=== deferred_step_batcher_flat ===
Figure 1. Placed standard cells (deferred_step_batcher_flat).
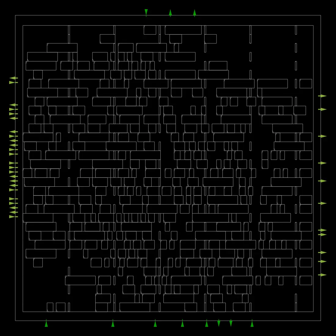

`src/rtl/deferred_step_batcher_if.sv`:
```
// Batch handshake between deferred_step_batcher (master) and the host-side step consumer (slave).
interface deferred_step_batcher_if #(
  parameter int NUM_CORES = 1,
  parameter int ACC_WIDTH = 16
);
  logic                           flush_valid;
  logic                           flush_ready;
  logic [NUM_CORES*ACC_WIDTH-1:0] flush_step;

  modport master (output flush_valid, output flush_step, input flush_ready);
  modport slave  (input flush_valid, input flush_step, output flush_ready);
endinterface

```
`src/rtl/deferred_step_batcher.sv`:
```
// Accumulates per-core commit steps and releases them in batches; latches the sticky sim result.
// Optional idle-timeout flush is enabled by defining DEFERRED_STEP_TIMEOUT_EN.
module deferred_step_batcher #(
  parameter int NUM_CORES  = 1,
  parameter int STEP_WIDTH = 8,
  parameter int ACC_WIDTH  = 16,
  parameter int THRESHOLD  = 64,
  parameter int TIMEOUT    = 1024
) (
  input  logic                            clock,
  input  logic                            reset_n,
  input  logic [NUM_CORES*STEP_WIDTH-1:0] step,
  input  logic                            result_we,
  input  logic [7:0]                      result_in,
  deferred_step_batcher_if.master         flush_if,
  output logic [7:0]                      simv_result,
  output logic                            halted
);

  typedef enum logic [1:0] {ACCUM, FLUSH, HALT} state_t;

  localparam logic [ACC_WIDTH-1:0] THR = ACC_WIDTH'(THRESHOLD);

  if (ACC_WIDTH < STEP_WIDTH || THRESHOLD < 1 || TIMEOUT < 2) begin : g_cfg_check
    $error("deferred_step_batcher: invalid parameter combination");
  end

  state_t                              state_q, state_d;
  logic [NUM_CORES-1:0][ACC_WIDTH-1:0] acc_q, acc_d, next_acc, batch_q, batch_d;
  logic [NUM_CORES-1:0]                thr_hit, nz;
  logic                                valid_q, valid_d, halted_q, halted_d;
  logic [7:0]                          res_q, simv_q;
  logic                                res_set, any_nz, acc_zero, trigger, drain_done;
  logic                                timeout_hit;

  for (genvar g = 0; g < NUM_CORES; g++) begin : g_core
    logic [ACC_WIDTH:0] sum;
    assign sum         = {1'b0, acc_q[g]} + (ACC_WIDTH+1)'(step[g*STEP_WIDTH +: STEP_WIDTH]);
    assign next_acc[g] = sum[ACC_WIDTH] ? '1 : sum[ACC_WIDTH-1:0];
    assign thr_hit[g]  = next_acc[g] >= THR;
    assign nz[g]       = |next_acc[g];
  end

  assign res_set    = |res_q;
  assign any_nz     = |nz;
  assign acc_zero   = ~|acc_q;
  // res here is the pre-edge value, so a result write that lands with a crossing flushes first.
  assign trigger    = (|thr_hit) || timeout_hit || (res_set && any_nz);
  assign drain_done = res_set && !any_nz;

`ifdef DEFERRED_STEP_TIMEOUT_EN
  localparam int TW = $clog2(TIMEOUT);
  localparam logic [TW-1:0] TMAX = TW'(TIMEOUT - 1);

  logic [TW-1:0] timer_q, timer_d;

  assign timeout_hit = (state_q == ACCUM) && (timer_q == TMAX);

  always_comb begin
    timer_d = '0;
    if (state_q == ACCUM && !trigger && !acc_zero) begin
      timer_d = timer_q + TW'(1);
    end
  end

  always_ff @(posedge clock or negedge reset_n) begin
    if (!reset_n) begin
      timer_q <= '0;
    end else begin
      timer_q <= timer_d;
    end
  end
`else
  assign timeout_hit = 1'b0;
`endif

  always_comb begin
    state_d  = state_q;
    acc_d    = acc_q;
    batch_d  = batch_q;
    valid_d  = valid_q;
    halted_d = halted_q;
    case (state_q)
      ACCUM: begin
        if (trigger) begin
          batch_d = next_acc;
          acc_d   = '0;
          valid_d = 1'b1;
          state_d = FLUSH;
        end else if (drain_done) begin
          halted_d = 1'b1;
          state_d  = HALT;
        end else begin
          acc_d = next_acc;
        end
      end
      FLUSH: begin
        // Steps keep landing in acc while the batch is held; no re-trigger until accept.
        acc_d = next_acc;
        if (flush_if.flush_ready) begin
          if (trigger) begin
            batch_d = next_acc;
            acc_d   = '0;
          end else if (drain_done) begin
            valid_d  = 1'b0;
            halted_d = 1'b1;
            state_d  = HALT;
          end else begin
            valid_d = 1'b0;
            state_d = ACCUM;
          end
        end
      end
      HALT: begin
        valid_d  = 1'b0;
        halted_d = 1'b1;
      end
      default: begin
        state_d = ACCUM;
      end
    endcase
  end

  always_ff @(posedge clock or negedge reset_n) begin
    if (!reset_n) begin
      state_q  <= ACCUM;
      acc_q    <= '0;
      batch_q  <= '0;
      valid_q  <= 1'b0;
      halted_q <= 1'b0;
      res_q    <= '0;
      simv_q   <= '0;
    end else begin
      state_q  <= state_d;
      acc_q    <= acc_d;
      batch_q  <= batch_d;
      valid_q  <= valid_d;
      halted_q <= halted_d;
      simv_q   <= res_q;
      if (result_we && !res_set) begin
        res_q <= result_in;
      end
    end
  end

  assign flush_if.flush_valid = valid_q;
  assign flush_if.flush_step  = batch_q;
  assign simv_result          = simv_q;
  assign halted               = halted_q;

endmodule
```
`src/flat_wrapper.sv`:
```
// flat-port wrapper written by rule: the top's interface ports become plain ports
module deferred_step_batcher_flat 
#(
  parameter int NUM_CORES  = 1,
  parameter int STEP_WIDTH = 8,
  parameter int ACC_WIDTH  = 16,
  parameter int THRESHOLD  = 64,
  parameter int TIMEOUT    = 1024
)
  (clock, reset_n, step, result_we, result_in, simv_result, halted, flush_if_flush_valid, flush_if_flush_step, flush_if_flush_ready);
  deferred_step_batcher_if #(.NUM_CORES(NUM_CORES), .ACC_WIDTH(ACC_WIDTH)) flush_if_i ();
  input  logic clock;
  input  logic reset_n;
  input  logic [NUM_CORES*STEP_WIDTH-1:0] step;
  input  logic result_we;
  input  logic [7:0] result_in;
  output logic [7:0] simv_result;
  output logic halted;
  output wire logic [$bits(flush_if_i.flush_valid)-1:0] flush_if_flush_valid;
  output wire logic [$bits(flush_if_i.flush_step)-1:0] flush_if_flush_step;
  input wire logic [$bits(flush_if_i.flush_ready)-1:0] flush_if_flush_ready;
  assign flush_if_flush_valid = flush_if_i.flush_valid;
  assign flush_if_flush_step = flush_if_i.flush_step;
  assign flush_if_i.flush_ready = flush_if_flush_ready;
  deferred_step_batcher #(.NUM_CORES(NUM_CORES), .STEP_WIDTH(STEP_WIDTH), .ACC_WIDTH(ACC_WIDTH), .THRESHOLD(THRESHOLD), .TIMEOUT(TIMEOUT)) u_core (.clock(clock), .reset_n(reset_n), .step(step), .result_we(result_we), .result_in(result_in), .flush_if(flush_if_i), .simv_result(simv_result), .halted(halted));
endmodule
```
`config.mk`:
```
export PLATFORM = sky130hd
export DESIGN_NAME = deferred_step_batcher_flat
export DESIGN_NICKNAME = d
export VERILOG_FILES = /design/src/rtl/deferred_step_batcher_if.sv /design/src/rtl/deferred_step_batcher.sv /design/src/flat_wrapper.sv
export SDC_FILE = /design/constraint.sdc
export NUM_CORES = 1
export LEC_CHECK = 0
export CAP_MARGIN = 0
export CELL_PAD_IN_SITES_DETAIL_PLACEMENT = 1
export CELL_PAD_IN_SITES_GLOBAL_PLACEMENT = 2
export CORE_MARGIN = 2
export CORE_UTILIZATION = 37
export CTS_BUF_LIST = sky130_fd_sc_hd__clkbuf_16
export DETAILED_ROUTE_END_ITERATION = 12
export GPL_ROUTABILITY_DRIVEN = 0
export MAX_ROUTING_LAYER = met4
export PLACE_DENSITY = 0.92
export SYNTH_ARGS = -nofsm -noshare
export SYNTH_HDL_FRONTEND = slang
export SYNTH_SLANG_ARGS = --single-unit
```
`constraint.sdc`:
```
create_clock -name clock -period 5.25 [get_ports clock]
set_clock_uncertainty 0.15 [all_clocks]
set_input_delay 1.3125 -clock clock [delete_from_list [all_inputs] [get_ports clock]]
set_output_delay 1.3125 -clock clock [all_outputs]
set_load 0.01 [all_outputs]
```
=== cnn_win_regarray ===
**config.mk**
```make
export PLATFORM = sky130hd
export DESIGN_NAME = cnn_win_regarray
export DESIGN_NICKNAME = d
export VERILOG_FILES = /design/src/rtl/cnn_pkg.sv /design/src/rtl/cnn_rdlat_pipe.sv /design/src/rtl/cnn_win_regarray.sv
export SDC_FILE = /design/constraint.sdc
export NUM_CORES = 1
export LEC_CHECK = 0
export CORE_AREA = 2 2 123 113
export CTS_BUF_LIST = sky130_fd_sc_hd__clkbuf_4 sky130_fd_sc_hd__clkbuf_8
export CTS_CLUSTER_DIAMETER = 40
export CTS_CLUSTER_SIZE = 8
export DETAILED_ROUTE_END_ITERATION = 10
export DIE_AREA = 0 0 125 115
export MAX_ROUTING_LAYER = met4
export PLACE_DENSITY_LB_ADDON = 0.25
export RECOVER_POWER = 50
export SETUP_SLACK_MARGIN = 0.2
export SLEW_MARGIN = 15
export SYNTH_ARGS = -nofsm -noshare
export SYNTH_HDL_FRONTEND = slang
export SYNTH_SLANG_ARGS = --single-unit
```
**constraint.sdc**
```tcl
create_clock -name SYS_CLK -period 2.8 [get_ports SYS_CLK]
set_clock_uncertainty 0.1 [all_clocks]
set_input_delay 0.7 -clock SYS_CLK [delete_from_list [all_inputs] [get_ports SYS_CLK]]
set_output_delay 0.7 -clock SYS_CLK [all_outputs]
set_load 0.1 [all_outputs]
```
**src/rtl/cnn_pkg.sv**
```systemverilog
// Shared constants, FSM state encoding and the read-tag layout for the
// CNN window register array.
package cnn_pkg;

    localparam int WIN_ELEMS   = 9;
    localparam int SLIDE_ELEMS = 3;
    localparam int IDX_W       = 4;
    localparam int BSEL_W      = 3;
    localparam int CNT_W       = 4;

    typedef enum logic [2:0] {
        IDLE = 3'b001,
        FILL = 3'b010,
        PEND = 3'b100
    } state_e;

    // Address-side information that must line up with the SRAM read data.
    typedef struct packed {
        logic              wr_en;
        logic [IDX_W-1:0]  idx;
        logic [BSEL_W-1:0] bsel;
        logic              full;
    } rd_tag_t;

    function automatic logic [CNT_W-1:0] win_target(input logic full);
        return full ? CNT_W'(WIN_ELEMS) : CNT_W'(SLIDE_ELEMS);
    endfunction

endpackage

```
**src/rtl/cnn_rdlat_pipe.sv**
```systemverilog
// DEPTH-stage delay line that aligns address-side tags with SRAM read data;
// a synchronous flush empties every stage, including the one being loaded.
module cnn_rdlat_pipe #(
    parameter int W     = 9,
    parameter int DEPTH = 1
) (
    input  logic         clk_i,
    input  logic         rst_n_i,
    input  logic         flush_i,
    input  logic [W-1:0] d_i,
    output logic [W-1:0] q_o
);

    logic [W-1:0] stage_q [DEPTH];

    // NOTE: sequential state uses non-blocking assignments so every stage
    // samples the value its predecessor held before the edge.
    always_ff @(posedge clk_i or negedge rst_n_i) begin
        if (!rst_n_i) begin
            stage_q <= '{default: '0};
        end else if (flush_i) begin
            stage_q <= '{default: '0};
        end else begin
            stage_q[0] <= d_i;
            for (int i = 1; i < DEPTH; i++) begin
                stage_q[i] <= stage_q[i-1];
            end
        end
    end

    assign q_o = stage_q[DEPTH-1];

endmodule

```
**src/rtl/cnn_win_regarray.sv**
```systemverilog
// Captures SRAM read words into a 3x3 window array and hands completed windows
// to the PE over valid/ready. Define CNN_WIN_DBGCNT_EN for the win_cnt_o counter.
module cnn_win_regarray
    import cnn_pkg::*;
#(
    parameter int DATA_W = 8,
    parameter int RD_LAT = 1
) (
    input  logic                      SYS_CLK,
    input  logic                      SYS_NRST,
    input  logic                      genaddr_start,
    input  logic                      addr_valid_i,
    input  logic                      full_win_i,
    input  logic [IDX_W-1:0]          wr_idx_i,
    input  logic [BSEL_W-1:0]         bitsel_i,
    input  logic [DATA_W-1:0]         rsram_rdata_i,
    input  logic                      win_ready_i,
    output logic                      win_valid_o,
    output logic [WIN_ELEMS*DATA_W-1:0] win_data_o,
    output logic [BSEL_W-1:0]         win_bitsel_o,
    output logic                      stall_o,
    output logic                      err_o
`ifdef CNN_WIN_DBGCNT_EN
    ,
    output logic [15:0]               win_cnt_o
`endif
);

    rd_tag_t tag_in;
    rd_tag_t d_tag;

    assign tag_in = '{wr_en: addr_valid_i, idx: wr_idx_i, bsel: bitsel_i, full: full_win_i};

    cnn_rdlat_pipe #(
        .W     ($bits(rd_tag_t)),
        .DEPTH (RD_LAT)
    ) u_rdlat_pipe (
        .clk_i   (SYS_CLK),
        .rst_n_i (SYS_NRST),
        .flush_i (genaddr_start),
        .d_i     (tag_in),
        .q_o     (d_tag)
    );

    state_e              state_q, state_d;
    logic [CNT_W-1:0]    cnt_q, cnt_d;
    logic [DATA_W-1:0]   arr_q [WIN_ELEMS];
    logic [DATA_W-1:0]   arr_d [WIN_ELEMS];
    logic [DATA_W-1:0]   buf_q [WIN_ELEMS];
    logic [DATA_W-1:0]   buf_d [WIN_ELEMS];
    logic [BSEL_W-1:0]   bsel_q, bsel_d;
    logic [BSEL_W-1:0]   pend_bsel_q, pend_bsel_d;
    logic                valid_q, valid_d;
    logic                stall_q, stall_d;
    logic                err_q, err_d;

    logic                idx_ok;
    logic                out_free;
    logic                accept;
    logic [CNT_W-1:0]    cnt_inc;

    assign idx_ok   = d_tag.idx <= IDX_W'(WIN_ELEMS - 1);
    assign accept   = valid_q & win_ready_i;
    assign out_free = !valid_q | win_ready_i;
    assign cnt_inc  = cnt_q + CNT_W'(1);

    // NOTE: every always_comb target gets its default first, so no path
    // through the case can leave a value unassigned and infer a latch.
    always_comb begin
        state_d     = state_q;
        cnt_d       = cnt_q;
        arr_d       = arr_q;
        buf_d       = buf_q;
        bsel_d      = bsel_q;
        pend_bsel_d = pend_bsel_q;
        valid_d     = valid_q;
        err_d       = err_q;

        if (accept) begin
            valid_d = 1'b0;
        end

        unique case (state_q)
            IDLE: ;
            FILL: begin
                if (d_tag.wr_en) begin
                    if (!idx_ok) begin
                        err_d = 1'b1;
                    end else begin
                        arr_d[d_tag.idx] = rsram_rdata_i;
                        cnt_d            = cnt_inc;
                        if (cnt_inc == win_target(d_tag.full)) begin
                            if (out_free) begin
                                buf_d   = arr_d;
                                bsel_d  = d_tag.bsel;
                                valid_d = 1'b1;
                                cnt_d   = '0;
                            end else begin
                                state_d     = PEND;
                                pend_bsel_d = d_tag.bsel;
                            end
                        end
                    end
                end
            end
            PEND: begin
                // Generator should have halted; anything still in flight is lost.
                if (d_tag.wr_en) begin
                    err_d = 1'b1;
                end
                if (win_ready_i) begin
                    buf_d   = arr_q;
                    bsel_d  = pend_bsel_q;
                    valid_d = 1'b1;
                    cnt_d   = '0;
                    state_d = FILL;
                end
            end
            default: state_d = IDLE;
        endcase

        if (genaddr_start) begin
            state_d = FILL;
            cnt_d   = '0;
            valid_d = 1'b0;
            err_d   = 1'b0;
            arr_d   = '{default: '0};
        end

        // Warn the generator one write early when the buffer is still occupied.
        stall_d = (state_d == PEND) ||
                  ((state_d == FILL) && valid_d && !win_ready_i &&
                   (cnt_d == win_target(full_win_i) - CNT_W'(1)));
    end

    // NOTE: the window array and output buffer are small register files, so
    // they are reset along with the control state.
    always_ff @(posedge SYS_CLK or negedge SYS_NRST) begin
        if (!SYS_NRST) begin
            state_q     <= IDLE;
            cnt_q       <= '0;
            arr_q       <= '{default: '0};
            buf_q       <= '{default: '0};
            bsel_q      <= '0;
            pend_bsel_q <= '0;
            valid_q     <= 1'b0;
            stall_q     <= 1'b0;
            err_q       <= 1'b0;
        end else begin
            state_q     <= state_d;
            cnt_q       <= cnt_d;
            arr_q       <= arr_d;
            buf_q       <= buf_d;
            bsel_q      <= bsel_d;
            pend_bsel_q <= pend_bsel_d;
            valid_q     <= valid_d;
            stall_q     <= stall_d;
            err_q       <= err_d;
        end
    end

    assign win_valid_o  = valid_q;
    assign win_bitsel_o = bsel_q;
    assign stall_o      = stall_q;
    assign err_o        = err_q;

    for (genvar k = 0; k < WIN_ELEMS; k++) begin : g_pack
        assign win_data_o[k*DATA_W +: DATA_W] = buf_q[k];
    end

`ifdef CNN_WIN_DBGCNT_EN
    logic [15:0] wcnt_q, wcnt_d;

    always_comb begin
        wcnt_d = wcnt_q;
        if (accept && (wcnt_q != 16'hFFFF)) begin
            wcnt_d = wcnt_q + 16'd1;
        end
        if (genaddr_start) begin
            wcnt_d = '0;
        end
    end

    always_ff @(posedge SYS_CLK or negedge SYS_NRST) begin
        if (!SYS_NRST) begin
            wcnt_q <= '0;
        end else begin
            wcnt_q <= wcnt_d;
        end
    end

    assign win_cnt_o = wcnt_q;
`endif

endmodule

```
=== led_seq_ctrl_flat ===
**src/rtl/led_seq_ctrl_pkg.sv**
```systemverilog
// rtl/led_seq_ctrl_pkg.sv - shared state encodings, direction codes and default limits for the LED sequencer
package led_seq_ctrl_pkg;

  typedef enum logic [1:0] {
    ST_IDLE = 2'b00,
    ST_RUN  = 2'b01,
    ST_HOLD = 2'b10
  } seq_state_t;

  localparam logic DIR_DER = 1'b1;
  localparam logic DIR_IZQ = 1'b0;

  localparam int unsigned LIM0_DEF = 32'd1 << 23;
  localparam int unsigned LIM1_DEF = 32'd1 << 24;
  localparam int unsigned LIM2_DEF = 32'd1 << 25;
  localparam int unsigned LIM3_DEF = 32'd1 << 26;

  function automatic logic flip_dir(input logic dir);
    return (dir == DIR_DER) ? DIR_IZQ : DIR_DER;
  endfunction

endpackage

```
**src/rtl/led_seq_ctrl_if.sv**
```systemverilog
// rtl/led_seq_ctrl_if.sv - switch, button and shift-register control signals of the LED sequencer
interface led_seq_ctrl_if;

  logic       i_enable;
  logic [1:0] i_speed_sel;
  logic       i_btn_dir;
  logic       o_shift_enable;
  logic       o_shift_dir;
  logic [1:0] o_state;

  modport master (
    output i_enable, i_speed_sel, i_btn_dir,
    input  o_shift_enable, o_shift_dir, o_state
  );

  modport slave (
    input  i_enable, i_speed_sel, i_btn_dir,
    output o_shift_enable, o_shift_dir, o_state
  );

endinterface

```
**src/rtl/led_seq_ctrl_btn_edge_sync.sv**
```systemverilog
// rtl/led_seq_ctrl_btn_edge_sync.sv - two-flop button synchronizer with a one-cycle rising-edge pulse
module btn_edge_sync (
  input  logic clk,
  input  logic rst_n,
  input  logic btn,
  output logic rise
);

  logic sync1;
  logic sync2;
  logic sync2_d;

  // two flops for metastability, a third holds the previous synced level
  always_ff @(posedge clk or negedge rst_n) begin
    if (!rst_n) begin
      sync1   <= 1'b0;
      sync2   <= 1'b0;
      sync2_d <= 1'b0;
    end else begin
      sync1   <= btn;
      sync2   <= sync1;
      sync2_d <= sync2;
    end
  end

  assign rise = sync2 & ~sync2_d;

endmodule

```
**src/rtl/led_seq_ctrl.sv**
```systemverilog
// rtl/led_seq_ctrl.sv - LED shift sequencer: prescaled shift strobe, run/hold FSM, direction toggle (option LED_SEQ_AUTOREV_EN)
module led_seq_ctrl
  import led_seq_ctrl_pkg::*;
#(
  parameter int unsigned N_LEDS = 4,
  parameter int unsigned CNT_W  = 32,
  parameter int unsigned LIM0   = LIM0_DEF,
  parameter int unsigned LIM1   = LIM1_DEF,
  parameter int unsigned LIM2   = LIM2_DEF,
  parameter int unsigned LIM3   = LIM3_DEF
) (
  input  logic           clk,
  input  logic           i_ck_rst,
  led_seq_ctrl_if.slave  bus
);

  localparam logic [CNT_W-1:0] L0 = CNT_W'(LIM0);
  localparam logic [CNT_W-1:0] L1 = CNT_W'(LIM1);
  localparam logic [CNT_W-1:0] L2 = CNT_W'(LIM2);
  localparam logic [CNT_W-1:0] L3 = CNT_W'(LIM3);

  seq_state_t       state;
  seq_state_t       state_nxt;
  logic [CNT_W-1:0] cnt;
  logic [CNT_W-1:0] cnt_nxt;
  logic [CNT_W-1:0] lim;
  logic [1:0]       speed_q;
  logic             speed_chg;
  logic             term;
  logic             strobe_nxt;
  logic             strobe_q;
  logic             dir_q;
  logic             btn_rise;

  btn_edge_sync u_btn_sync (
    .clk   (clk),
    .rst_n (i_ck_rst),
    .btn   (bus.i_btn_dir),
    .rise  (btn_rise)
  );

  // limit follows the registered speed, so a new selection applies the cycle after it is seen
  always_comb begin
    lim = L0;
    case (speed_q)
      2'd1:    lim = L1;
      2'd2:    lim = L2;
      2'd3:    lim = L3;
      default: lim = L0;
    endcase
  end

  assign speed_chg = (bus.i_speed_sel != speed_q);
  assign term      = (cnt == lim - CNT_W'(1));

  // next state, prescaler count and strobe request; a speed change wins over the terminal count
  always_comb begin
    state_nxt  = state;
    cnt_nxt    = cnt;
    strobe_nxt = 1'b0;
    case (state)
      ST_RUN: begin
        if (!bus.i_enable) state_nxt = ST_HOLD;
        if (speed_chg) begin
          cnt_nxt = '0;
        end else if (term) begin
          cnt_nxt    = '0;
          strobe_nxt = 1'b1;
        end else begin
          cnt_nxt = cnt + CNT_W'(1);
        end
      end
      ST_HOLD: begin
        if (bus.i_enable) state_nxt = ST_RUN;
        if (speed_chg) cnt_nxt = '0;
      end
      default: begin
        cnt_nxt   = '0;
        state_nxt = bus.i_enable ? ST_RUN : ST_IDLE;
      end
    endcase
  end

  // state, prescaler, registered speed and strobe
  always_ff @(posedge clk or negedge i_ck_rst) begin
    if (!i_ck_rst) begin
      state    <= ST_IDLE;
      cnt      <= '0;
      speed_q  <= 2'd0;
      strobe_q <= 1'b0;
    end else begin
      state    <= state_nxt;
      cnt      <= cnt_nxt;
      speed_q  <= bus.i_speed_sel;
      strobe_q <= strobe_nxt;
    end
  end

`ifdef LED_SEQ_AUTOREV_EN
  localparam int unsigned     SC_W    = $clog2(N_LEDS);
  localparam logic [SC_W-1:0] SC_LAST = SC_W'(N_LEDS - 2);

  logic [SC_W-1:0] shift_cnt;

  // direction: button toggles, and after N_LEDS-1 strobes in one direction it reverses itself
  always_ff @(posedge clk or negedge i_ck_rst) begin
    if (!i_ck_rst) begin
      dir_q     <= DIR_IZQ;
      shift_cnt <= '0;
    end else if (btn_rise) begin
      dir_q     <= flip_dir(dir_q);
      shift_cnt <= '0;
    end else if (state == ST_IDLE) begin
      shift_cnt <= '0;
    end else if (strobe_q) begin
      if (shift_cnt == SC_LAST) begin
        dir_q     <= flip_dir(dir_q);
        shift_cnt <= '0;
      end else begin
        shift_cnt <= shift_cnt + SC_W'(1);
      end
    end
  end
`else
  // direction: toggled once per synchronized button rising edge
  always_ff @(posedge clk or negedge i_ck_rst) begin
    if (!i_ck_rst) begin
      dir_q <= DIR_IZQ;
    end else if (btn_rise) begin
      dir_q <= flip_dir(dir_q);
    end
  end
`endif

  assign bus.o_shift_enable = strobe_q;
  assign bus.o_shift_dir    = dir_q;
  assign bus.o_state        = state;

endmodule

```
**src/flat_wrapper.sv**
```systemverilog
// flat-port wrapper written by rule: the top's interface ports become plain ports
module led_seq_ctrl_flat import led_seq_ctrl_pkg::*;
#(
  parameter int unsigned N_LEDS = 4,
  parameter int unsigned CNT_W  = 32,
  parameter int unsigned LIM0   = LIM0_DEF,
  parameter int unsigned LIM1   = LIM1_DEF,
  parameter int unsigned LIM2   = LIM2_DEF,
  parameter int unsigned LIM3   = LIM3_DEF
)
  (clk, i_ck_rst, bus_i_enable, bus_i_speed_sel, bus_i_btn_dir, bus_o_shift_enable, bus_o_shift_dir, bus_o_state);
  led_seq_ctrl_if bus_i ();
  input  logic clk;
  input  logic i_ck_rst;
  input wire logic [$bits(bus_i.i_enable)-1:0] bus_i_enable;
  input wire logic [$bits(bus_i.i_speed_sel)-1:0] bus_i_speed_sel;
  input wire logic [$bits(bus_i.i_btn_dir)-1:0] bus_i_btn_dir;
  output wire logic [$bits(bus_i.o_shift_enable)-1:0] bus_o_shift_enable;
  output wire logic [$bits(bus_i.o_shift_dir)-1:0] bus_o_shift_dir;
  output wire logic [$bits(bus_i.o_state)-1:0] bus_o_state;
  assign bus_i.i_enable = bus_i_enable;
  assign bus_i.i_speed_sel = bus_i_speed_sel;
  assign bus_i.i_btn_dir = bus_i_btn_dir;
  assign bus_o_shift_enable = bus_i.o_shift_enable;
  assign bus_o_shift_dir = bus_i.o_shift_dir;
  assign bus_o_state = bus_i.o_state;
  led_seq_ctrl #(.N_LEDS(N_LEDS), .CNT_W(CNT_W), .LIM0(LIM0), .LIM1(LIM1), .LIM2(LIM2), .LIM3(LIM3)) u_core (.clk(clk), .i_ck_rst(i_ck_rst), .bus(bus_i));
endmodule
```
**config.mk**
```make
export PLATFORM = sky130hd
export DESIGN_NAME = led_seq_ctrl_flat
export DESIGN_NICKNAME = d
export VERILOG_FILES = /design/src/rtl/led_seq_ctrl_pkg.sv /design/src/rtl/led_seq_ctrl_if.sv /design/src/rtl/led_seq_ctrl_btn_edge_sync.sv /design/src/rtl/led_seq_ctrl.sv /design/src/flat_wrapper.sv
export SDC_FILE = /design/constraint.sdc
export NUM_CORES = 1
export LEC_CHECK = 0
export ABC_CLOCK_PERIOD_IN_PS = 2700
export CORE_MARGIN = 2
export CORE_UTILIZATION = 40
export CTS_CLUSTER_DIAMETER = 150
export DETAILED_ROUTE_END_ITERATION = 6
export PLACE_DENSITY = 0.55
export SLEW_MARGIN = 20
export SYNTH_ARGS = -nofsm -noshare
export SYNTH_HDL_FRONTEND = slang
export SYNTH_SLANG_ARGS = --single-unit
```
**constraint.sdc**
```tcl
create_clock -name clk -period 2.7 [get_ports clk]
set_input_delay 0.81 -clock clk [delete_from_list [all_inputs] [get_ports clk]]
set_output_delay 0.81 -clock clk [all_outputs]
set_load 0.1 [all_outputs]
```
Figure 2. A small window of the routed layout (deferred_step_batcher_flat).
Region (60, 60) to (80, 80) um. Cells in gray, sequential cells in the stronger gray; small squares are vias.
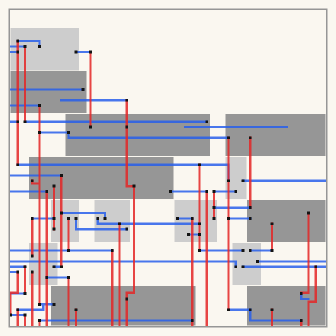
color	layer
red	M2
blue	M1
netlist names of flops here include	`u_core.flush_if.flush_step` (4), `u_core.acc_q` (3)
most frequent	dfrtp_1 (7), a21oi_1 (2)
cells with their middle in the window	14
sequential cells in the window	7

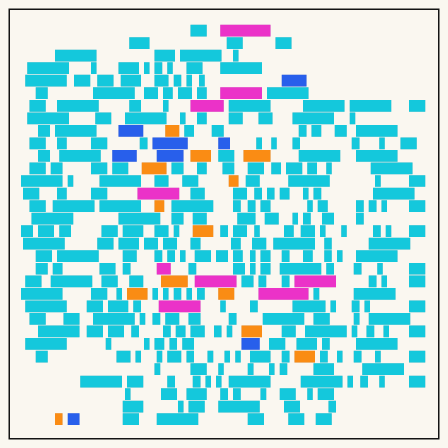
Figure 3: deferred_step_batcher_flat, sizing map.
color	size	cells	share
blue	x3 and x4	8	2.4%
magenta	x6 and larger	9	2.7%
cyan	x1 and smaller	308	91%
orange	x2	13	3.8%

Notes on Figure 1 above:
seq_cells: 52
Post-Layout Cell Count: 440
row count: 32
fill count: 881
CORE AREA: 7687 sq um

==> out/qor.yml, deferred_step_batcher_flat <==
hold_path:
  min_path_cells: 0
  worstHoldEndpoint: "u_core.simv_result[5]"
drt:
  vias_per_cell: 5.484
  drtPass1Iterations: 4
  top_layer: "met4"
  drt-total-wl_mm: 7.401
yosys:
  ys_warn_count: 0
  post-synth-top-count-cell: "dfrtp_1"
  numSynthFlops: 52
worst_setup_path:
  reg2regPathDepth: 10
  cp_slowest_cell: "fa_1"
  critPathMaxFanout: 27
final_layout:
  inverters: 16
  fin_util_pct: 47.74
  clock_buffers: 5
power_and_ir_drop:
  power_mw: 1.867
  p_clk_share_pct: 22.8
global_route:
  gr-usage-all-layers_pct: 18.74
  met2_usage_pct: 29.71
  gr-usage-met1_pct: 24.20
final_timing:
  rsz0062_at_grt: "false"
  finalSetupViolCount: 0
  hold_ws_ns: 0.2600
outcome:
  status: "complete, no violations"
clock_tree:
  cts_made_buffers: 5
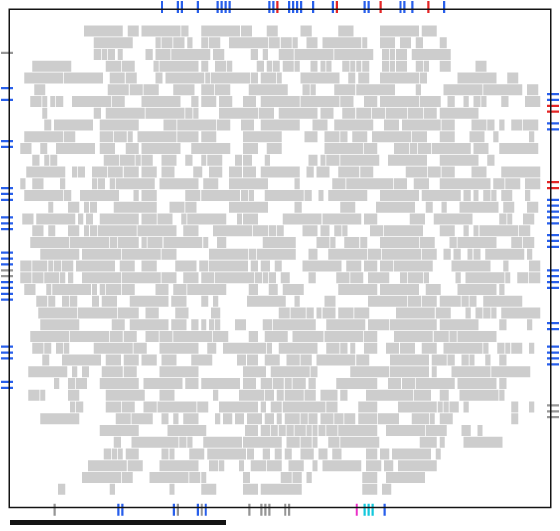
Figure 4: cnn_win_regarray, I/O pins on the die edge.
Bar = 50 um. Pins as bars across the die edge, other pins in gray.
color	port	pins	direction	edge
red	`rsram_rdata_i`	8	input	4 north, 4 east
blue	`win_data_o`	72	output	22 north, 22 east, 22 west, 6 south
magenta	`stall_o`	1	output	south
cyan	`bitsel_i`	3	input	south
die width: 125 um
Die Ht: 115 um

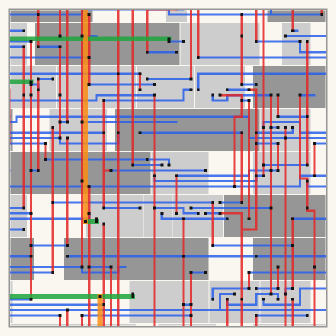
Figure 5: cnn_win_regarray, a small window of the routed layout.
Region (84, 76) to (104, 96) um. Cells in gray, sequential cells in the stronger gray; small squares are vias.
color	layer
blue	M1
green	M3
orange	M4
red	M2
sequential cells in the window	7
netlist names of flops here include	`arr_q` (6), `win_data_o` (1)
cells with their middle in the window	23
most frequent	dfrtp_1 (7), a22o_1 (6), mux2i_1 (5)

==> out/qor.yml, cnn_win_regarray <==
worst_setup_path:
  critPathArrivalTime_ns: 2.79
  regToRegSetupSlack_ns: 0.26
  critical_path_class: "register to register"
  cp_data_required_time_ns: 3.05
  r2r-start: "cnt_q[0]"
hold_path:
  worstHoldEndpoint: "err_o"
outcome:
  violations: "capacitance limit, slew limit"
  status: "complete, but fails checks"
final_layout:
  seq_cell_count: 169
  area_growth_pct: 19.21
  layout.cells.most_common_list: "167 x dfrtp_1, 91 x nor2_1, 84 x a21oi_1"
  inverters: 3
  comb_cells: 418
yosys:
  flop_cell: "dfrtp_1"
  synth_cell_types: 48
  numSynthFlops: 169
floorplanning:
  io_pins: 99
  taps: 168
placement:
  dpl.hpwl_mm: 11.05
  placed_cell_area_sq_um: 8254
drt:
  route.detailed.drc: 0
  drtIter0Drc: 369
final_timing:
  slew_viol_final: 61
clock_tree:
  cts_made_buffers: 17
flow_run:
  cap_viol_max_count: 1
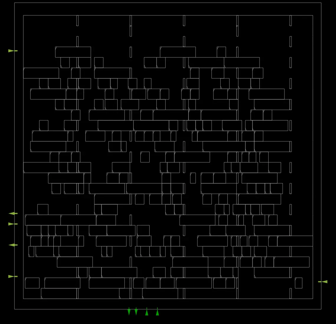
Figure 6: led_seq_ctrl_flat, placed standard cells.
fill count: 507
row count: 27
Core Util, Final: 46.22%

==> out/qor.yml, led_seq_ctrl_flat <==
drt:
  drtIter0Drc: 76
  wirelength_met1_mm: 2.095
  route.detailed.drc: 0
  met2_length_mm: 2.005
  wire_per_inst_um: 14.30
clock_tree:
  holdBufCountCts: 0
  cts_tree: "yes"
  post_cts_buffers: 0
  cts_sinks: 41
  h-tree-depth: 2
final_layout:
  clock_buffers: 5
  largest_reg_flops: 32
  nets: 235
outcome:
  status: "complete, no violations"
floorplanning:
  taps: 72
  fp.dieH_um: 79.45
yosys:
  ys_cells: 215
  fp_nets: 224
  ys_warn_count: 0
  synth-edff-count: 0
  synthTopCellsByArea: "dfrtp_1 45%, xor2_1 8.8%, nor2_2 8.0%"
  post-synth-top-count-cell: "dfrtp_1"
  synth_area_sq_um: 2277
placement:
  pre_cts_slack_ns: -0.06507
final_timing:
  hold_ws_ns: 0.3613
  hold_viol: 0
  rsz0062_at_grt: "false"
global_route:
  grt_pass1_wl_mm: 7.327
  grt_pass1_vias: 1462
worst_setup_path:
  reg2regPathDepth: 7
power_and_ir_drop:
  power_clock_mw: 0.584

==> gallery <==
Cell density map.
panel A
The die is cut into 8 by 8 equal tiles; white is low, dark blue is high, 0 to 100% covered.
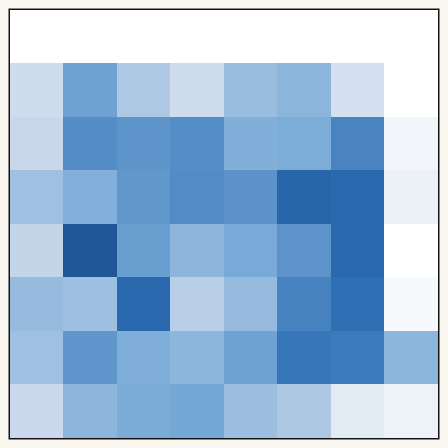
panel B
The die is cut into 9 by 9 equal tiles; white is low, dark blue is high, 0 to 100% covered.
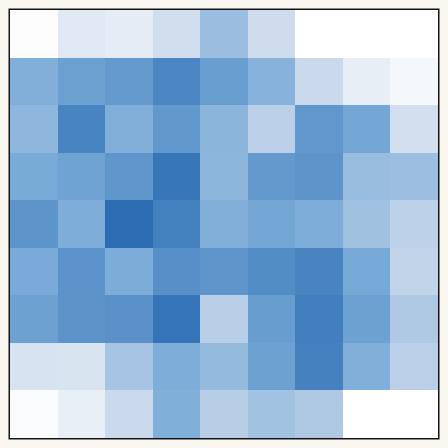
panel C
The die is cut into 12 by 12 equal tiles; white is low, dark blue is high, 0 to 100% covered.
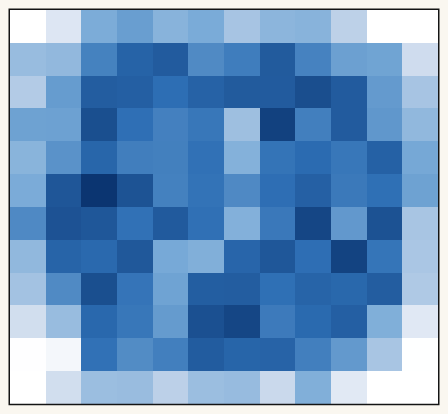
| picture | from |
|---|---|
| panel B | deferred_step_batcher_flat |
| panel C | cnn_win_regarray |
| panel A | led_seq_ctrl_flat |

Key to panel A:
nearly empty tiles	16%
fullest tile	85%
emptiest ninth of the die	north-east


=== branch_unit ===
Figure 7. Placed standard cells (branch_unit).
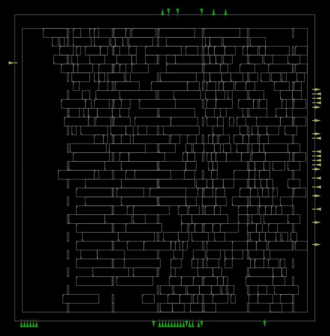

## config.mk

```make
export PLATFORM = sky130hd
export DESIGN_NAME = branch_unit
export DESIGN_NICKNAME = d
export VERILOG_FILES = /design/src/rtl/branch_pkg.sv /design/src/rtl/branch_ras.sv /design/src/rtl/branch_unit.sv
export SDC_FILE = /design/constraint.sdc
export NUM_CORES = 1
export LEC_CHECK = 0
export CORE_AREA = 2 2 90 92
export DETAILED_ROUTE_END_ITERATION = 10
export DIE_AREA = 0 0 92 94
export PLACE_DENSITY = 0.66
export SYNTH_ARGS = -nofsm -noshare
export SYNTH_HDL_FRONTEND = slang
export SYNTH_HIERARCHICAL = 1
export SYNTH_SLANG_ARGS = --single-unit
```

## constraint.sdc

```tcl
create_clock -name clk -period 2.8 [get_ports clk]
set_input_delay 0.56 -clock clk [delete_from_list [all_inputs] [get_ports clk]]
set_output_delay 0.56 -clock clk [all_outputs]
set_load 0.05 [all_outputs]
```

## src/rtl/branch_pkg.sv

```systemverilog
// Shared definitions for the branch unit: request mode encodings and the
// internal width used for wrap-aware target arithmetic.
package branch_pkg;

  typedef enum logic [1:0] {
    MODE_REL  = 2'b00,
    MODE_CALL = 2'b01,
    MODE_RET  = 2'b10,
    MODE_ABS  = 2'b11
  } mode_e;

  // Holds a 16-bit PC plus or minus a 15-bit offset with room for a sign bit,
  // so any wrap shows up as nonzero bits above the PC field.
  localparam int EXT_W = 18;

  // True when a widened PC +/- offset sum has left the range [0, 2^pc_w - 1].
  function automatic logic wraps(input logic [EXT_W-1:0] sum, input int pc_w);
    logic hit;
    hit = 1'b0;
    for (int i = 0; i < EXT_W; i++) begin
      if (i >= pc_w && sum[i]) hit = 1'b1;
    end
    return hit;
  endfunction

endpackage

```

## src/rtl/branch_ras.sv

```systemverilog
// Circular return-address stack: a push onto a full stack overwrites the
// oldest entry, a pop of an empty stack is ignored. Storage is not reset.
module branch_ras
  import branch_pkg::*;
#(
  parameter int W         = 10,
  parameter int RAS_DEPTH = 4
) (
  input  logic         clk,
  input  logic         rst_n,
  input  logic         push,
  input  logic         pop,
  input  logic [W-1:0] push_data,
  output logic [W-1:0] top,
  output logic         empty,
  output logic         full
);

  localparam int PTR_W = $clog2(RAS_DEPTH);
  localparam int CNT_W = PTR_W + 1;

  logic [W-1:0]     mem [RAS_DEPTH];
  logic [PTR_W-1:0] sp;          // next free slot; sp-1 is the top entry
  logic [CNT_W-1:0] count;
  logic [CNT_W-1:0] count_next;

  always_comb begin
    count_next = count;
    if (push) begin
      if (count != CNT_W'(RAS_DEPTH)) count_next = count + CNT_W'(1);
    end else if (pop && count != '0) begin
      count_next = count - CNT_W'(1);
    end
  end

  // Because the stack is a power-of-two ring, writing at sp when full lands
  // exactly on the oldest entry, so the wrap-around overwrite needs no extra logic.
  always_ff @(posedge clk) begin
    if (!rst_n) begin
      sp    <= '0;
      count <= '0;
      empty <= 1'b1;
      full  <= 1'b0;
    end else begin
      if (push) begin
        sp <= sp + PTR_W'(1);
      end else if (pop && count != '0) begin
        sp <= sp - PTR_W'(1);
      end
      count <= count_next;
      empty <= (count_next == '0);
      full  <= (count_next == CNT_W'(RAS_DEPTH));
    end
  end

  always_ff @(posedge clk) begin
    if (rst_n && push) mem[sp] <= push_data;
  end

  assign top = mem[sp - PTR_W'(1)];

endmodule

```

## src/rtl/branch_unit.sv

```systemverilog
// Branch target unit: relative/call/return/absolute targets with a return
// address stack and one registered output stage. Define BRANCH_UNIT_OVF_EN
// to enable target-wrap detection on ovf; otherwise ovf is tied low.
module branch_unit
  import branch_pkg::*;
#(
  parameter int PC_W      = 10,
  parameter int OFF_W     = 6,
  parameter int SIGN_MAG  = 1,
  parameter int RAS_DEPTH = 4
) (
  input  logic            clk,
  input  logic            rst_n,
  input  logic            in_valid,
  output logic            in_ready,
  input  logic [PC_W-1:0] pc_in,
  input  logic [15:0]     const_in,
  input  logic [1:0]      mode,
  input  logic            flush,
  output logic            out_valid,
  input  logic            out_ready,
  output logic [PC_W-1:0] branch,
  output logic            ras_empty,
  output logic            ras_full,
  output logic            ovf
);

  mode_e            req_mode;
  logic             accept;
  logic             push;
  logic             pop;
  logic [PC_W-1:0]  pc_inc;
  logic [PC_W-1:0]  ras_top;
  logic [PC_W-1:0]  target;
  logic [EXT_W-1:0] mag_ext;
  logic [EXT_W-1:0] off_ext;
  logic [EXT_W-1:0] rel_ext;
  logic             unused_bits;

  // Handshake: a request transfers when in_valid && in_ready; a result transfers
  // when out_valid && out_ready. in_ready may depend on out_ready combinationally,
  // which lets the single output register refill in the cycle it drains.
  assign in_ready = !flush && (!out_valid || out_ready);
  assign accept   = in_valid && in_ready;
  assign req_mode = mode_e'(mode);
  assign push     = accept && (req_mode == MODE_CALL);
  assign pop      = accept && (req_mode == MODE_RET) && !ras_empty;
  assign pc_inc   = pc_in + PC_W'(1);

  always_comb begin
    mag_ext = EXT_W'(const_in[OFF_W-1:0]);
    if (SIGN_MAG != 0) begin
      off_ext = const_in[OFF_W] ? (EXT_W'(0) - mag_ext) : mag_ext;
    end else begin
      off_ext = {{(EXT_W-OFF_W-1){const_in[OFF_W]}}, const_in[OFF_W:0]};
    end
  end

  assign rel_ext = EXT_W'(pc_in) + off_ext;

  always_comb begin
    target = rel_ext[PC_W-1:0];
    case (req_mode)
      MODE_REL, MODE_CALL: target = rel_ext[PC_W-1:0];
      MODE_RET:            target = ras_empty ? pc_inc : ras_top;
      MODE_ABS:            target = const_in[PC_W-1:0];
      default:             target = rel_ext[PC_W-1:0];
    endcase
  end

  always_ff @(posedge clk) begin
    if (!rst_n) begin
      out_valid <= 1'b0;
      branch    <= '0;
    end else if (flush) begin
      out_valid <= 1'b0;
    end else if (accept) begin
      out_valid <= 1'b1;
      branch    <= target;
    end else if (out_ready) begin
      out_valid <= 1'b0;
    end
  end

`ifdef BRANCH_UNIT_OVF_EN
  logic target_ovf;

  always_comb begin
    target_ovf = 1'b0;
    case (req_mode)
      MODE_REL, MODE_CALL: target_ovf = wraps(rel_ext, PC_W);
      MODE_RET:            target_ovf = ras_empty;
      default:             target_ovf = 1'b0;
    endcase
  end

  // ovf travels with branch, so it only changes when a new result is loaded.
  always_ff @(posedge clk) begin
    if (!rst_n) begin
      ovf <= 1'b0;
    end else if (accept) begin
      ovf <= target_ovf;
    end
  end

  assign unused_bits = ^const_in;
`else
  assign ovf         = 1'b0;
  assign unused_bits = ^{const_in, rel_ext};
`endif

  branch_ras #(
    .W        (PC_W),
    .RAS_DEPTH(RAS_DEPTH)
  ) u_ras (
    .clk      (clk),
    .rst_n    (rst_n),
    .push     (push),
    .pop      (pop),
    .push_data(pc_inc),
    .top      (ras_top),
    .empty    (ras_empty),
    .full     (ras_full)
  );

endmodule

```

=== pwm_capture ===
==> src/rtl/pwm_capture.sv <==
// PWM input capture: measures the period and high time of pwm_in in prescaled ticks.
// Optional glitch filter on the synchronized input is enabled by defining PWM_CAPTURE_FILTER_EN.
module pwm_capture #(
  parameter int SYNC_STAGES = 2
) (
  input  logic        clk,
  input  logic        rst,
  input  logic        pwm_in,
  input  logic        en,
  input  logic        clear,
  input  logic [7:0]  prescale,
  output logic [15:0] period_val,
  output logic [15:0] high_val,
  output logic        cap_valid,
  output logic        overflow,
  output logic [1:0]  fsm_state
);

  typedef enum logic [1:0] {
    IDLE = 2'd0,
    HIGH = 2'd1,
    LOW  = 2'd2
  } state_t;

  state_t state_q, state_d;

  logic [SYNC_STAGES-1:0] sync_q;
  logic                   sync_lvl;
  logic                   lvl;
  logic                   edge_q;
  logic                   rise;
  logic                   fall;

  logic [3:0]  p_q, p_d;
  logic [15:0] limit;
  logic [15:0] presc_q, presc_d;
  logic [15:0] cnt_q, cnt_d;
  logic [15:0] high_tmp_q, high_tmp_d;
  logic [15:0] period_d, high_d;
  logic        cap_d, ovf_d;
  logic        tick;
  logic [15:0] meas;
  logic [15:0] presc_run;
  logic [15:0] cnt_run;
  logic        cnt_full;

  logic unused_prescale_hi;
  assign unused_prescale_hi = ^prescale[7:4];

  always_ff @(posedge clk) begin
    if (rst) begin
      sync_q <= '0;
      edge_q <= 1'b0;
    end else begin
      sync_q <= {sync_q[SYNC_STAGES-2:0], pwm_in};
      edge_q <= lvl;
    end
  end

  assign sync_lvl = sync_q[SYNC_STAGES-1];

`ifdef PWM_CAPTURE_FILTER_EN
  // Level follows the synchronizer only once three consecutive samples agree.
  logic [1:0] hist_q;
  logic       filt_q;

  assign lvl = (sync_lvl == hist_q[0] && sync_lvl == hist_q[1]) ? sync_lvl : filt_q;

  always_ff @(posedge clk) begin
    if (rst) begin
      hist_q <= '0;
      filt_q <= 1'b0;
    end else begin
      hist_q <= {hist_q[0], sync_lvl};
      filt_q <= lvl;
    end
  end
`else
  assign lvl = sync_lvl;
`endif

  assign rise = lvl & ~edge_q;
  assign fall = ~lvl & edge_q;

  // presc_q counts cycles since the last tick; tick lands on cycles k>0 with k mod 2^p == 0.
  assign limit     = 16'((17'd1 << p_q) - 17'd1);
  assign tick      = (presc_q == limit);
  assign cnt_full  = (cnt_q == 16'hFFFF);
  assign meas      = cnt_q + {15'd0, tick};
  assign presc_run = tick ? 16'd0 : presc_q + 16'd1;
  assign cnt_run   = (tick && !cnt_full) ? cnt_q + 16'd1 : cnt_q;

  always_ff @(posedge clk) begin
    if (rst) state_q <= IDLE;
    else     state_q <= state_d;
  end

  always_comb begin
    state_d    = state_q;
    p_d        = p_q;
    presc_d    = presc_q;
    cnt_d      = cnt_q;
    high_tmp_d = high_tmp_q;
    period_d   = period_val;
    high_d     = high_val;
    cap_d      = 1'b0;
    ovf_d      = overflow;

    if (clear) begin
      state_d    = IDLE;
      presc_d    = '0;
      cnt_d      = '0;
      high_tmp_d = '0;
      period_d   = '0;
      high_d     = '0;
      ovf_d      = 1'b0;
    end else if (!en) begin
      state_d = IDLE;
      presc_d = '0;
      cnt_d   = '0;
    end else begin
      case (state_q)
        IDLE: begin
          if (rise) begin
            state_d = HIGH;
            presc_d = '0;
            cnt_d   = '0;
            p_d     = prescale[3:0];
          end
        end
        HIGH: begin
          if (tick && cnt_full) begin
            state_d = IDLE;
            ovf_d   = 1'b1;
          end else begin
            presc_d = presc_run;
            cnt_d   = cnt_run;
            if (fall) begin
              high_tmp_d = meas;
              state_d    = LOW;
            end
          end
        end
        LOW: begin
          if (tick && cnt_full) begin
            state_d = IDLE;
            ovf_d   = 1'b1;
          end else if (rise) begin
            // Closing edge of this period is also the opening edge of the next.
            period_d = meas;
            high_d   = high_tmp_q;
            cap_d    = 1'b1;
            state_d  = HIGH;
            presc_d  = '0;
            cnt_d    = '0;
            p_d      = prescale[3:0];
          end else begin
            presc_d = presc_run;
            cnt_d   = cnt_run;
          end
        end
        default: state_d = IDLE;
      endcase
    end
  end

  always_ff @(posedge clk) begin
    if (rst) begin
      p_q        <= '0;
      presc_q    <= '0;
      cnt_q      <= '0;
      high_tmp_q <= '0;
      period_val <= '0;
      high_val   <= '0;
      cap_valid  <= 1'b0;
      overflow   <= 1'b0;
    end else begin
      p_q        <= p_d;
      presc_q    <= presc_d;
      cnt_q      <= cnt_d;
      high_tmp_q <= high_tmp_d;
      period_val <= period_d;
      high_val   <= high_d;
      cap_valid  <= cap_d;
      overflow   <= ovf_d;
    end
  end

  assign fsm_state = state_q;

endmodule

==> config.mk <==
export PLATFORM = sky130hd
export DESIGN_NAME = pwm_capture
export DESIGN_NICKNAME = d
export VERILOG_FILES = /design/src/rtl/pwm_capture.sv
export SDC_FILE = /design/constraint.sdc
export NUM_CORES = 1
export LEC_CHECK = 0
export CAP_MARGIN = 0
export CORE_ASPECT_RATIO = 1.5
export CORE_UTILIZATION = 45
export CTS_BUF_LIST = sky130_fd_sc_hd__clkbuf_4
export DETAILED_ROUTE_END_ITERATION = 7
export PLACE_DENSITY_LB_ADDON = 0.05
export REMOVE_ABC_BUFFERS = 1
export SETUP_SLACK_MARGIN = 0.15
export SYNTH_ARGS = -nofsm -noshare
export SYNTH_HDL_FRONTEND = slang
export SYNTH_SLANG_ARGS = --single-unit
export TNS_END_PERCENT = 10
==> constraint.sdc <==
create_clock -name clk -period 6.55 [get_ports clk]
set_input_delay 1.965 -clock clk [delete_from_list [all_inputs] [get_ports clk]]
set_output_delay 1.965 -clock clk [all_outputs]
set_load 0.1 [all_outputs]
Figure 8. I/O pins on the die edge (branch_unit).
Bar = 20 um. Pins as bars across the die edge, other pins in gray.
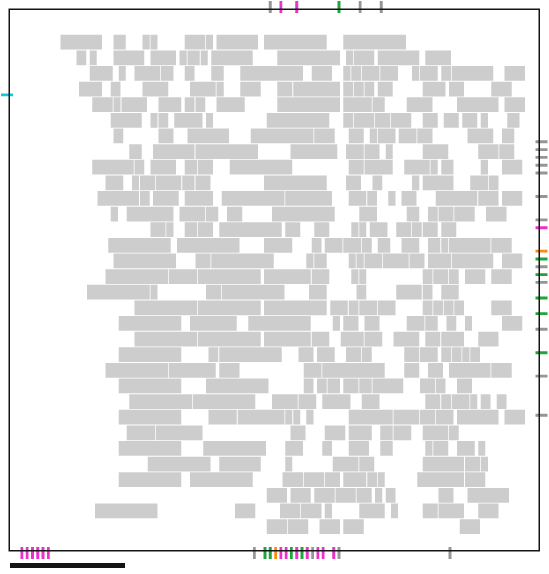
color	port	pins	direction	edge
green	`pc_in`	10	input	5 east, 4 south, 1 north
orange	`mode`	2	input	1 south, 1 east
magenta	`const_in`	16	input	13 south, 2 north, 1 east
cyan	`clk`	1	input	west
all pins by edge	22 south, 19 east, 6 north, 1 west

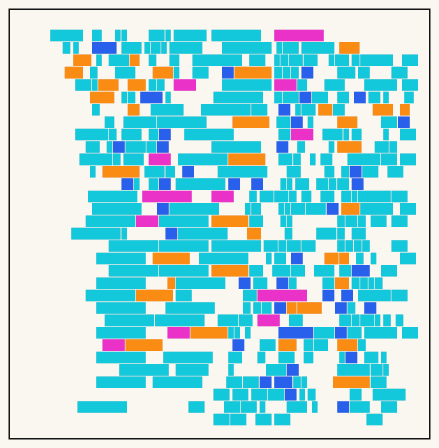
Figure 9: branch_unit, sizing map.
color	size	cells	share
orange	x2	35	9.5%
cyan	x1 and smaller	279	76%
blue	x3 and x4	41	11%
magenta	x6 and larger	12	3.3%

Notes on Figure 7 above:
Post-Layout Cell Count: 469
seq_cells: 58
tap cell count: 102

==> out/qor.yml, branch_unit <==
outcome:
  status: "complete, no violations"
yosys:
  ys_warn_count: 6
  simple_gate_share_pct: 11.88
  synth_cells: 287
  fp_nets: 339
  synth-edff-count: 40
  synth_area_sq_um: 3306
  ys_cells: 287
worst_setup_path:
  startpoint_type: "input port"
  critPathTopFamily: "AND-OR/OR-AND gates"
  cp_num_buf_inv: 3
final_timing:
  slew_headroom_pct: 61.52
  hold_ws_ns: 0.5110
  tightest_slew_ns: 0.5754
clock_tree:
  h-tree-depth: 3
  insertion_delay_ns: 0.34
  root_buffer: "clkbuf_8"
  clk_path_buf_depth: 2
global_route:
  gr-usage-all-layers_pct: 20.33
final_layout:
  nets: 414
  layout.cells.most_common_list: "40 x edfxtp_1, 39 x clkdlybuf4s50_1, 35 x buf_4"
  lay_top_count: "edfxtp_1"
  comb_cells: 203
  buffers: 74
  flop_area_sq_um: 1562
  largest_reg_flops: 40
  clock_buffers: 11
  final_area_sq_um: 4327
placement:
  placed_cell_area_sq_um: 4030
hold_path:
  min-delay-start: "branch[2]"
floorplanning:
  io_pins: 48
power_and_ir_drop:
  power_frac_comb_pct: 19.4
  switching_share_pct: 25.67
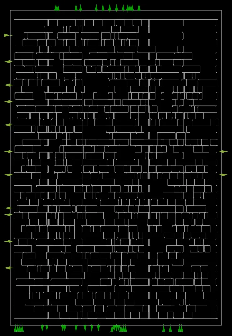
Figure 10: pwm_capture, placed standard cells.
row count: 45
Seq area share: 33.60%
tap cell count: 141
Post-Layout Cell Count: 737

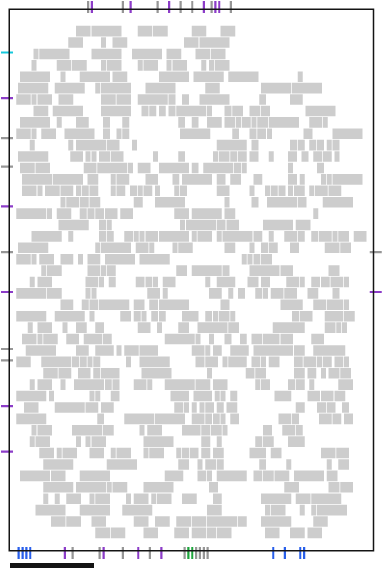
Figure 11: pwm_capture, I/O pins on the die edge.
Bar = 20 um. Pins as bars across the die edge, other pins in gray.
color	port	pins	direction	edge
purple	`high_val`	16	output	6 north, 5 west, 4 south, 1 east
blue	`prescale`	8	input	south
green	`fsm_state`	2	output	south
cyan	`clk`	1	input	west
all pins by edge	23 south, 13 north, 11 west, 2 east

==> out/qor.yml, pwm_capture <==
outcome:
  status: "complete, no violations"
yosys:
  synthTopLogicFamily: "simple AND/OR/NAND/NOR gates"
  adder_share_pct: 2.594
  mux_share_pct: 9.546
  synth_cell_types: 61
  numSynthFlops: 91
drt:
  vias_per_cell: 5.536
  drtIter0Drc: 183
clock_tree:
  h-tree-depth: 3
  post_cts_buffers: 0
  root_buffer: "clkbuf_4"
global_route:
  met2_usage_pct: 40.10
  grt_pass1_vias: 3953
worst_setup_path:
  crit_end: "high_tmp_q[12]"
power_and_ir_drop:
  power_mw: 0.8969
  p_clk_share_pct: 31.3

==> notes/layouts.md <==
Pictures saved along the way, in no particular order.

Cell density map.
picture 1
The die is cut into 9 by 9 equal tiles; white is low, dark blue is high, 0 to 100% covered.
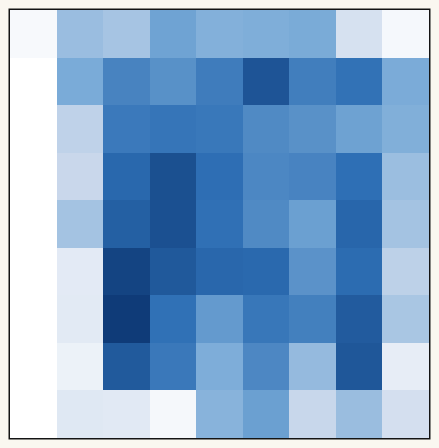
picture 2
The die is cut into 9 by 13 equal tiles; white is low, dark blue is high, 0 to 100% covered.
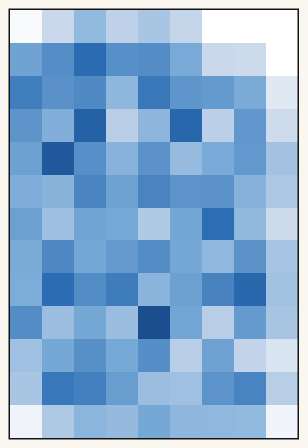
For pwm_capture, see picture 2.
For branch_unit, see picture 1.



==> screenshots <==
A small window of the routed layout.
Plate I
Region (55, 87) to (75, 107) um. Cells in gray, sequential cells in the stronger gray; small squares are vias.
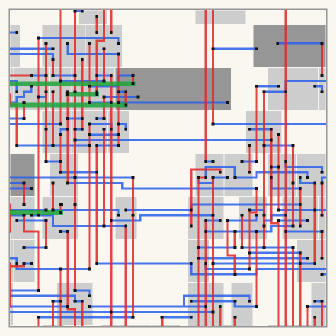
Plate II
Region (59, 60) to (79, 80) um. Cells in gray, sequential cells in the stronger gray; small squares are vias.
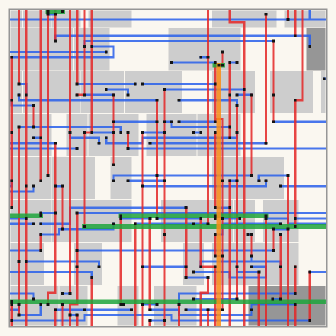
Plate III
Region (50, 50) to (70, 70) um. Cells in gray, sequential cells in the stronger gray; small squares are vias.
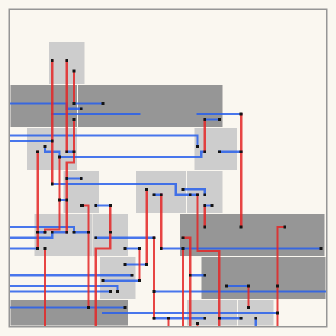
Plate I comes from pwm_capture.
Plate II comes from branch_unit.
Plate III comes from led_seq_ctrl_flat.

